# design 1

design_1/layer_met1.png
Scale bar: 10 microns.
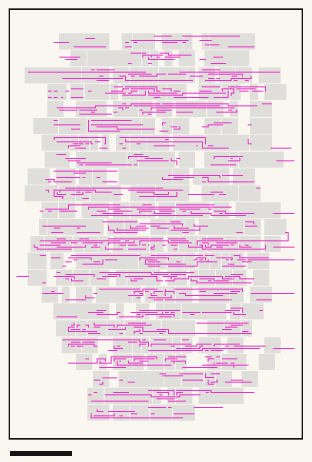
design_1/layer_met2.png
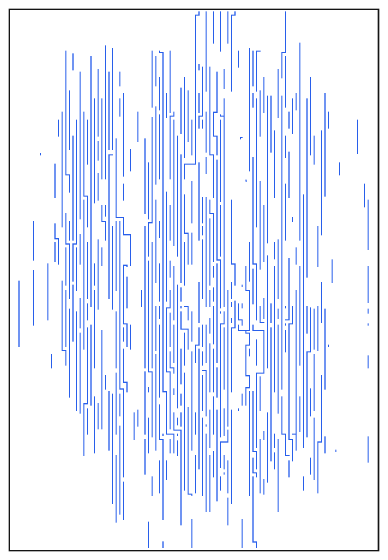
design_1/layer_met3.png
Scale bar: 10 microns.
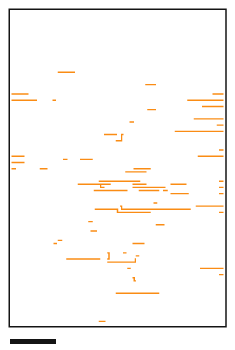
**src/rtl/updown_counter_mod.sv**
```systemverilog
// Parametrised up/down modulo counter with variable step, parallel load, wrap-or-saturate
// bounds, a wrap pulse and sticky overflow/underflow flags. Optional wrap counter: UDC_WRAP_COUNT_EN.
module updown_counter_mod #(
    parameter int WIDTH       = 8,
    parameter int MAX_COUNT   = 2**WIDTH - 1,
    parameter int RESET_VALUE = 0,
    parameter int STEP_W      = 4
) (
    input  logic              clk,
    input  logic              reset,
    input  logic              enable,
    input  logic              up_down,
    input  logic [STEP_W-1:0] step,
    input  logic              saturate,
    input  logic              load,
    input  logic [WIDTH-1:0]  load_value,
    input  logic              clear_flags,
    output logic [WIDTH-1:0]  count,
    output logic              at_max,
    output logic              at_min,
    output logic              wrap_pulse,
    output logic              overflow_sticky,
    output logic              underflow_sticky
`ifdef UDC_WRAP_COUNT_EN
    ,
    output logic [7:0]        wrap_count
`endif
);

    // Wide enough that count+step and count+MAX_COUNT+1 never truncate.
    localparam int EXT_W = WIDTH + STEP_W + 1;

    localparam logic [EXT_W-1:0] MAX_EXT = EXT_W'(MAX_COUNT);
    localparam logic [EXT_W-1:0] MOD_EXT = EXT_W'(MAX_COUNT + 1);
    localparam logic [WIDTH-1:0] MAX_W   = WIDTH'(MAX_COUNT);
    localparam logic [WIDTH-1:0] RST_W   = WIDTH'(RESET_VALUE);

    if (WIDTH < 2) begin : g_bad_width
        $error("updown_counter_mod: WIDTH must be >= 2");
    end
    if (MAX_COUNT < 1 || MAX_COUNT > 2**WIDTH - 1) begin : g_bad_max
        $error("updown_counter_mod: MAX_COUNT must be in 1..2**WIDTH-1");
    end
    if (RESET_VALUE < 0 || RESET_VALUE > MAX_COUNT) begin : g_bad_reset
        $error("updown_counter_mod: RESET_VALUE must be in 0..MAX_COUNT");
    end
    if (2**STEP_W - 1 > MAX_COUNT + 1) begin : g_bad_step
        $error("updown_counter_mod: 2**STEP_W-1 must not exceed MAX_COUNT+1");
    end

    logic [WIDTH-1:0] count_q, count_d;
    logic             wrap_q, wrap_d;
    logic             ovf_q, ovf_d;
    logic             unf_q, unf_d;

    logic [EXT_W-1:0] count_ext, step_ext, load_ext, sum_ext;

    assign count_ext = EXT_W'(count_q);
    assign step_ext  = EXT_W'(step);
    assign load_ext  = EXT_W'(load_value);
    assign sum_ext   = count_ext + step_ext;

    always_comb begin
        // NOTE: every output of this block gets a default first, so no path can infer a latch.
        count_d = count_q;
        wrap_d  = 1'b0;
        ovf_d   = ovf_q & ~clear_flags;
        unf_d   = unf_q & ~clear_flags;

        if (load) begin
            count_d = (load_ext > MAX_EXT) ? MAX_W : load_value;
        end else if (enable && step != '0) begin
            if (up_down) begin
                if (sum_ext > MAX_EXT) begin
                    ovf_d = 1'b1;
                    if (saturate) begin
                        count_d = MAX_W;
                    end else begin
                        count_d = WIDTH'(sum_ext - MOD_EXT);
                        wrap_d  = 1'b1;
                    end
                end else begin
                    count_d = WIDTH'(sum_ext);
                end
            end else begin
                if (count_ext < step_ext) begin
                    unf_d = 1'b1;
                    if (saturate) begin
                        count_d = '0;
                    end else begin
                        count_d = WIDTH'(count_ext + MOD_EXT - step_ext);
                        wrap_d  = 1'b1;
                    end
                end else begin
                    count_d = WIDTH'(count_ext - step_ext);
                end
            end
        end
    end

    always_ff @(posedge clk) begin
        // NOTE: sequential state uses non-blocking assignments so all flops update together.
        if (reset) begin
            count_q <= RST_W;
            wrap_q  <= 1'b0;
            ovf_q   <= 1'b0;
            unf_q   <= 1'b0;
        end else begin
            count_q <= count_d;
            wrap_q  <= wrap_d;
            ovf_q   <= ovf_d;
            unf_q   <= unf_d;
        end
    end

    assign count            = count_q;
    assign at_max           = (count_q == MAX_W);
    assign at_min           = (count_q == '0);
    assign wrap_pulse       = wrap_q;
    assign overflow_sticky  = ovf_q;
    assign underflow_sticky = unf_q;

`ifdef UDC_WRAP_COUNT_EN
    logic [7:0] wrap_cnt_q, wrap_cnt_d;

    // A clear coinciding with a wrap restarts the tally at one.
    always_comb begin
        wrap_cnt_d = wrap_cnt_q;
        if (clear_flags) begin
            wrap_cnt_d = wrap_d ? 8'd1 : 8'd0;
        end else if (wrap_d && wrap_cnt_q != 8'hFF) begin
            wrap_cnt_d = wrap_cnt_q + 8'd1;
        end
    end

    always_ff @(posedge clk) begin
        if (reset) begin
            wrap_cnt_q <= 8'd0;
        end else begin
            wrap_cnt_q <= wrap_cnt_d;
        end
    end

    assign wrap_count = wrap_cnt_q;
`endif

endmodule

```
**config.mk**
```make
export PLATFORM = sky130hd
export DESIGN_NAME = updown_counter_mod
export DESIGN_NICKNAME = d
export VERILOG_FILES = /design/src/rtl/updown_counter_mod.sv
export SDC_FILE = /design/constraint.sdc
export NUM_CORES = 1
export LEC_CHECK = 0
export CAP_MARGIN = 20
export CORE_AREA = 2 2 45 67
export CTS_BUF_LIST = sky130_fd_sc_hd__clkbuf_2 sky130_fd_sc_hd__clkbuf_4 sky130_fd_sc_hd__clkbuf_8
export DETAILED_ROUTE_END_ITERATION = 6
export DIE_AREA = 0 0 47 69
export PLACE_DENSITY = 0.8
export SLEW_MARGIN = 10
export SYNTH_ARGS = -nofsm -noshare
export SYNTH_HDL_FRONTEND = slang
export SYNTH_SLANG_ARGS = --single-unit
```
**constraint.sdc**
```tcl
create_clock -name clk -period 1.95 [get_ports clk]
set_input_delay 0.39 -clock clk [delete_from_list [all_inputs] [get_ports clk]]
set_output_delay 0.39 -clock clk [all_outputs]
set_load 0.05 [all_outputs]
```
==> run summary <==
run results: CP Capture Type=flop, Seq Cell Count=11, CP Buf/Inv Count=2, Clk Latency, worst-skew pair=240 ps, GRT Overall Usage=30.33%, worst-path fanout max=5, leakage=0.8802 nW, Buffers excl. clock=75, total CTS buffers=3, worst min-delay path class=flop to flop, M2 GR Usage=51.75%, Non-Filler Instances=254, Top cells by area=dfxtp_1, ha_1, o21ai_0, largest area contributor in the netlist=dfxtp_1, warnings from Yosys=0, status=finished, violations left, worst setup margin=-49.42 ps, failing checks=negative setup slack, final net count=247, Starting Density=42.11%, Core Box Area=2648 sq um, simple share=26.82%, final hold vios=0, grt ovf=0, WL met3=200 microns, global-route wire length before repair=7031 microns, Power, Total=0.001139 W, setup repair bufs after CTS=3, Setup-failing EPs final=6, most common logic cell in the routed design=buf_4, pre-CTS setup slack=-613.5 ps, hold path depth=2
Notes on design_1/layer_met1.png above:
nets with wire on the layer: 222
main direction: horizontal
Vias: 1455
total wire length: 4485 microns
met1 GRT Util: 32.36%

Notes on design_1/layer_met2.png above:
main direction: vertical
wire length on this layer: 2450 microns

Notes on design_1/layer_met3.png above:
main direction: horizontal
wire length on this layer: 200 microns
share of all routed wire: 4.5%
longest straight run: 14.9 microns
met3 usage: 3.403%


# design 2

--- src/rtl/noc_pkg.sv ---
// Shared PGNoC definitions: flit geometry, port indices and transmitter states.
package noc_pkg;

   localparam int PORT_IDX_W = 3;

   localparam int PORT_N     = 0;
   localparam int PORT_E     = 1;
   localparam int PORT_S     = 2;
   localparam int PORT_W     = 3;
   localparam int PORT_LOCAL = 4;

   // Flit is {valid, dst_x, dst_y, payload}, valid at the MSB.
   function automatic int flit_w(input int data_size, input int addr_size);
      return data_size + addr_size + 1;
   endfunction

   function automatic int valid_bit(input int data_size, input int addr_size);
      return data_size + addr_size;
   endfunction

   function automatic int addr_lsb(input int data_size);
      return data_size;
   endfunction

   typedef enum logic [1:0] {
      IDLE,
      SEND,
      RELEASE
   } tx_state_e;

endpackage

--- src/rtl/xy_route.sv ---
// Dimension-ordered XY route: resolve X first, then Y, else deliver locally.
module xy_route
   import noc_pkg::*;
#(
   parameter int ADDR_SIZE = 2,
   parameter int X_COORD   = 0,
   parameter int Y_COORD   = 0
) (
   input  logic [ADDR_SIZE-1:0]  dst,
   output logic [PORT_IDX_W-1:0] port
);

   localparam int HW = ADDR_SIZE / 2;

   // Widened to int so comparisons stay unsigned-by-value against any coordinate.
   int dx;
   int dy;

   always_comb begin
      dx = int'({1'b0, dst[ADDR_SIZE-1:HW]});
      dy = int'({1'b0, dst[HW-1:0]});
   end

   always_comb begin
      port = PORT_IDX_W'(PORT_LOCAL);
      if (dx > X_COORD)
         port = PORT_IDX_W'(PORT_E);
      else if (dx < X_COORD)
         port = PORT_IDX_W'(PORT_W);
      else if (dy > Y_COORD)
         port = PORT_IDX_W'(PORT_S);
      else if (dy < Y_COORD)
         port = PORT_IDX_W'(PORT_N);
   end

endmodule

--- src/rtl/transmitter.sv ---
// Router output stage: pops the local FIFO, XY-routes each valid flit and holds
// it on one output port under a four-phase valid/ready handshake.
//
// state   | meaning
// IDLE    | waiting for a FIFO head; invalid heads are popped and dropped
// SEND    | flit driven on port_q, waiting for r_ready_in[port_q]=1
// RELEASE | flit accepted, waiting for r_ready_in[port_q]=0
module transmitter
   import noc_pkg::*;
#(
   parameter int DATA_SIZE  = 4,
   parameter int ADDR_SIZE  = 2,
   parameter int PORTS_NUM  = 4,
   parameter int X_COORD    = 0,
   parameter int Y_COORD    = 0,
   localparam int FW        = flit_w(DATA_SIZE, ADDR_SIZE),
   localparam int NP        = PORTS_NUM + 1
) (
   input  logic               clk,
   input  logic               a_rst,
   input  logic               is_empty,
   input  logic [FW-1:0]      data_i,
   output logic               rd_req,
   input  logic [NP-1:0]      r_ready_in,
   output logic [NP-1:0]      wr_ready_out,
   output logic [FW*NP-1:0]   data_o
);

   localparam int VB = valid_bit(DATA_SIZE, ADDR_SIZE);
   localparam int AL = addr_lsb(DATA_SIZE);
   localparam int OW = FW * NP;

   tx_state_e               state, state_d;
   logic [FW-1:0]           hold_q, hold_d;
   logic [PORT_IDX_W-1:0]   port_q, port_d, route_port;
   logic                    rd_req_d;
   logic [NP-1:0]           wr_d;
   logic [OW-1:0]           data_d;
   logic                    ack;
   logic                    can_pop;
   logic                    take;

   xy_route #(
      .ADDR_SIZE (ADDR_SIZE),
      .X_COORD   (X_COORD),
      .Y_COORD   (Y_COORD)
   ) u_route (
      .dst  (data_i[VB-1:AL]),
      .port (route_port)
   );

   assign ack = r_ready_in[port_q];
   // The FIFO pops on the edge after rd_req, so its head is stale while rd_req is high.
   assign can_pop = !is_empty && !rd_req;

   always_comb begin
      state_d  = state;
      hold_d   = hold_q;
      port_d   = port_q;
      rd_req_d = 1'b0;
      wr_d     = wr_ready_out;
      data_d   = data_o;
      take     = 1'b0;

      case (state)
         IDLE: take = can_pop;
         SEND: begin
            wr_d   = NP'(1) << port_q;
            data_d = OW'(hold_q) << (FW * port_q);
            if (ack) begin
               wr_d    = '0;
               data_d  = '0;
               state_d = RELEASE;
            end
         end
         RELEASE: begin
            if (!ack) begin
               if (can_pop)
                  take = 1'b1;
               else
                  state_d = IDLE;
            end
         end
         default: state_d = IDLE;
      endcase

      if (take) begin
         rd_req_d = 1'b1;
         if (data_i[VB]) begin
            hold_d  = data_i;
            port_d  = route_port;
            wr_d    = NP'(1) << route_port;
            data_d  = OW'(data_i) << (FW * route_port);
            state_d = SEND;
         end else begin
            state_d = IDLE;
         end
      end
   end

   always_ff @(posedge clk or negedge a_rst) begin
      if (!a_rst) begin
         state        <= IDLE;
         hold_q       <= '0;
         port_q       <= '0;
         rd_req       <= 1'b0;
         wr_ready_out <= '0;
         data_o       <= '0;
      end else begin
         state        <= state_d;
         hold_q       <= hold_d;
         port_q       <= port_d;
         rd_req       <= rd_req_d;
         wr_ready_out <= wr_d;
         data_o       <= data_d;
      end
   end

endmodule

--- config.mk ---
export PLATFORM = sky130hd
export DESIGN_NAME = transmitter
export DESIGN_NICKNAME = d
export VERILOG_FILES = /design/src/rtl/noc_pkg.sv /design/src/rtl/xy_route.sv /design/src/rtl/transmitter.sv
export SDC_FILE = /design/constraint.sdc
export NUM_CORES = 1
export LEC_CHECK = 0
export ABC_CLOCK_PERIOD_IN_PS = 2150
export CAP_MARGIN = 20
export CORE_UTILIZATION = 49
export DETAILED_ROUTE_END_ITERATION = 12
export PLACE_DENSITY_LB_ADDON = 0.2
export SLEW_MARGIN = 30
export SYNTH_ARGS = -nofsm -noshare
export SYNTH_HDL_FRONTEND = slang
export SYNTH_SLANG_ARGS = --single-unit
export TNS_END_PERCENT = 50
--- constraint.sdc ---
create_clock -name clk -period 2.15 [get_ports clk]
set_clock_uncertainty 0.15 [all_clocks]
set_input_delay 0.3225 -clock clk [delete_from_list [all_inputs] [get_ports clk]]
set_output_delay 0.3225 -clock clk [all_outputs]
set_load 0.01 [all_outputs]
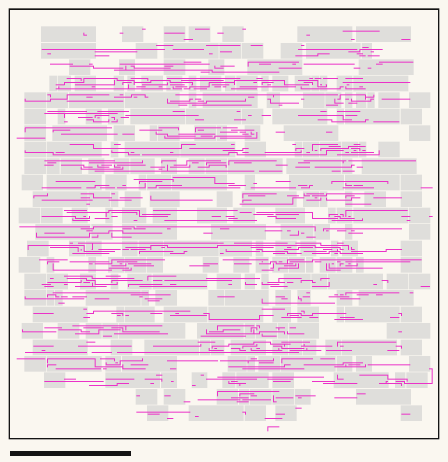
design_2/layer_met1.png
Scale bar: 20 microns.
share of all routed wire: 47%
longest straight run: 29.9 microns
main direction: horizontal
total wire length: 5387 microns
Vias: 1803
met1 GRT Util: 32.51%

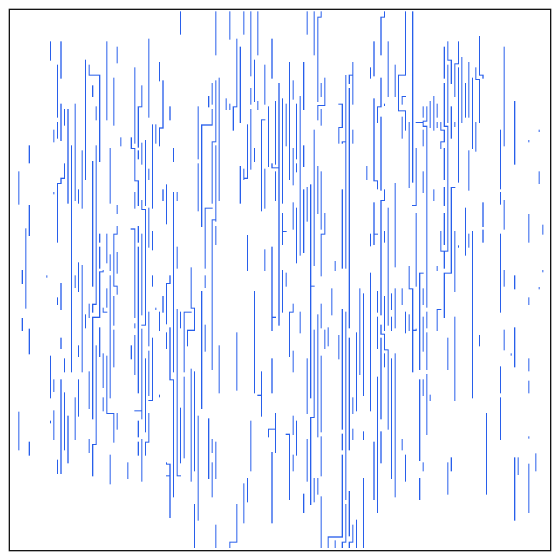
design_2/layer_met2.png
wire length on this layer: 2560 microns
share of all routed wire: 48%
longest straight run: 31.6 microns
nets with wire on the layer: 244
M2 GR Usage: 37.54%

==> run summary <==
run results: register area share after synthesis=56.37%, hold_sp=data_o[33], count leader, synth=dfrtp_1, Logic inverters=3, Setup TNS=0 ps, largest area contributor in the netlist=dfrtp_1, Starting Density=51.94%, H-tree depth=2, Comb/total area=29.84%, Root Driver=clkbuf_8, Yosys top cell area share=56.37%, tap cell count=52, total CTS buffers=5, antenna violations before repair=0, most common logic cell in the routed design=clkdlybuf4s50_1, leakage=1.341 nW, synthesized area=2308 sq um, grt ovf=0, Layout fillers=346, status=finished, violations left, number of flip-flops in the largest register=35, Largest cell class=registers, Metal-1 WL=2524 microns, Post-DP HPWL=3798 microns, drt pass-1 iters=10, WP data arrival=2000 ps, GRT Overall Usage=23.10%, residual DRC count=10, Sink Count=52, Compound Share, Synth=13.88%, TritonCTS clock tree=yes, Power, Total=0.003755 W, routability congestion estimate=0.8183, Top cells by area=dfrtp_1, mux2i_1, a22oi_1, worst-path fanout max=12, worst setup margin=189.3 ps, Clk Latency, worst-skew pair=300 ps, gr busiest metal=met2, hold_buf cts=1, non-clk buf share=22.88%, PostCTS Resize Cnt=0, Levels on crit path=5, worst min-delay path class=flop to flop, diode count=0, period utilization=91.19%, reg2reg end=hold_q[2], Tool Warnings=26, Seq Cell Count=52, failing checks=design-rule violations, layout cells sized above 1=12.88%, #MultiIn Comb=128
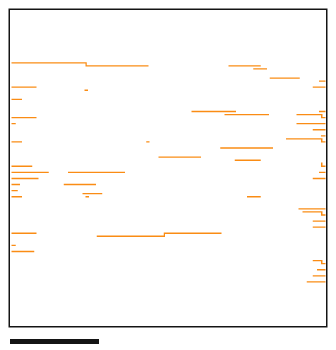
design_2/layer_met3.png
Scale bar: 20 microns.
share of all routed wire: 4.8%
main direction: horizontal
met3 usage: 4.986%



==> screenshots <==
Clock routing.
picture 1
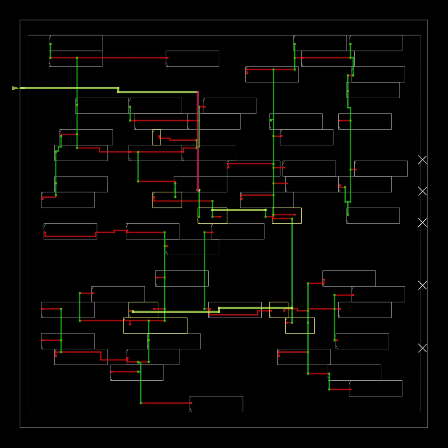
picture 2
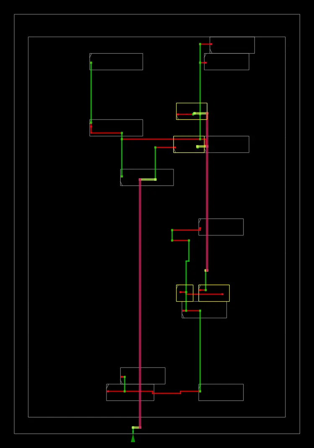
| picture | from |
|---|---|
| picture 1 | design 2 |
| picture 2 | design 1 |
- most sequential cells: picture 1

Power figures rest on the tool's default switching activity, not on a simulated workload.
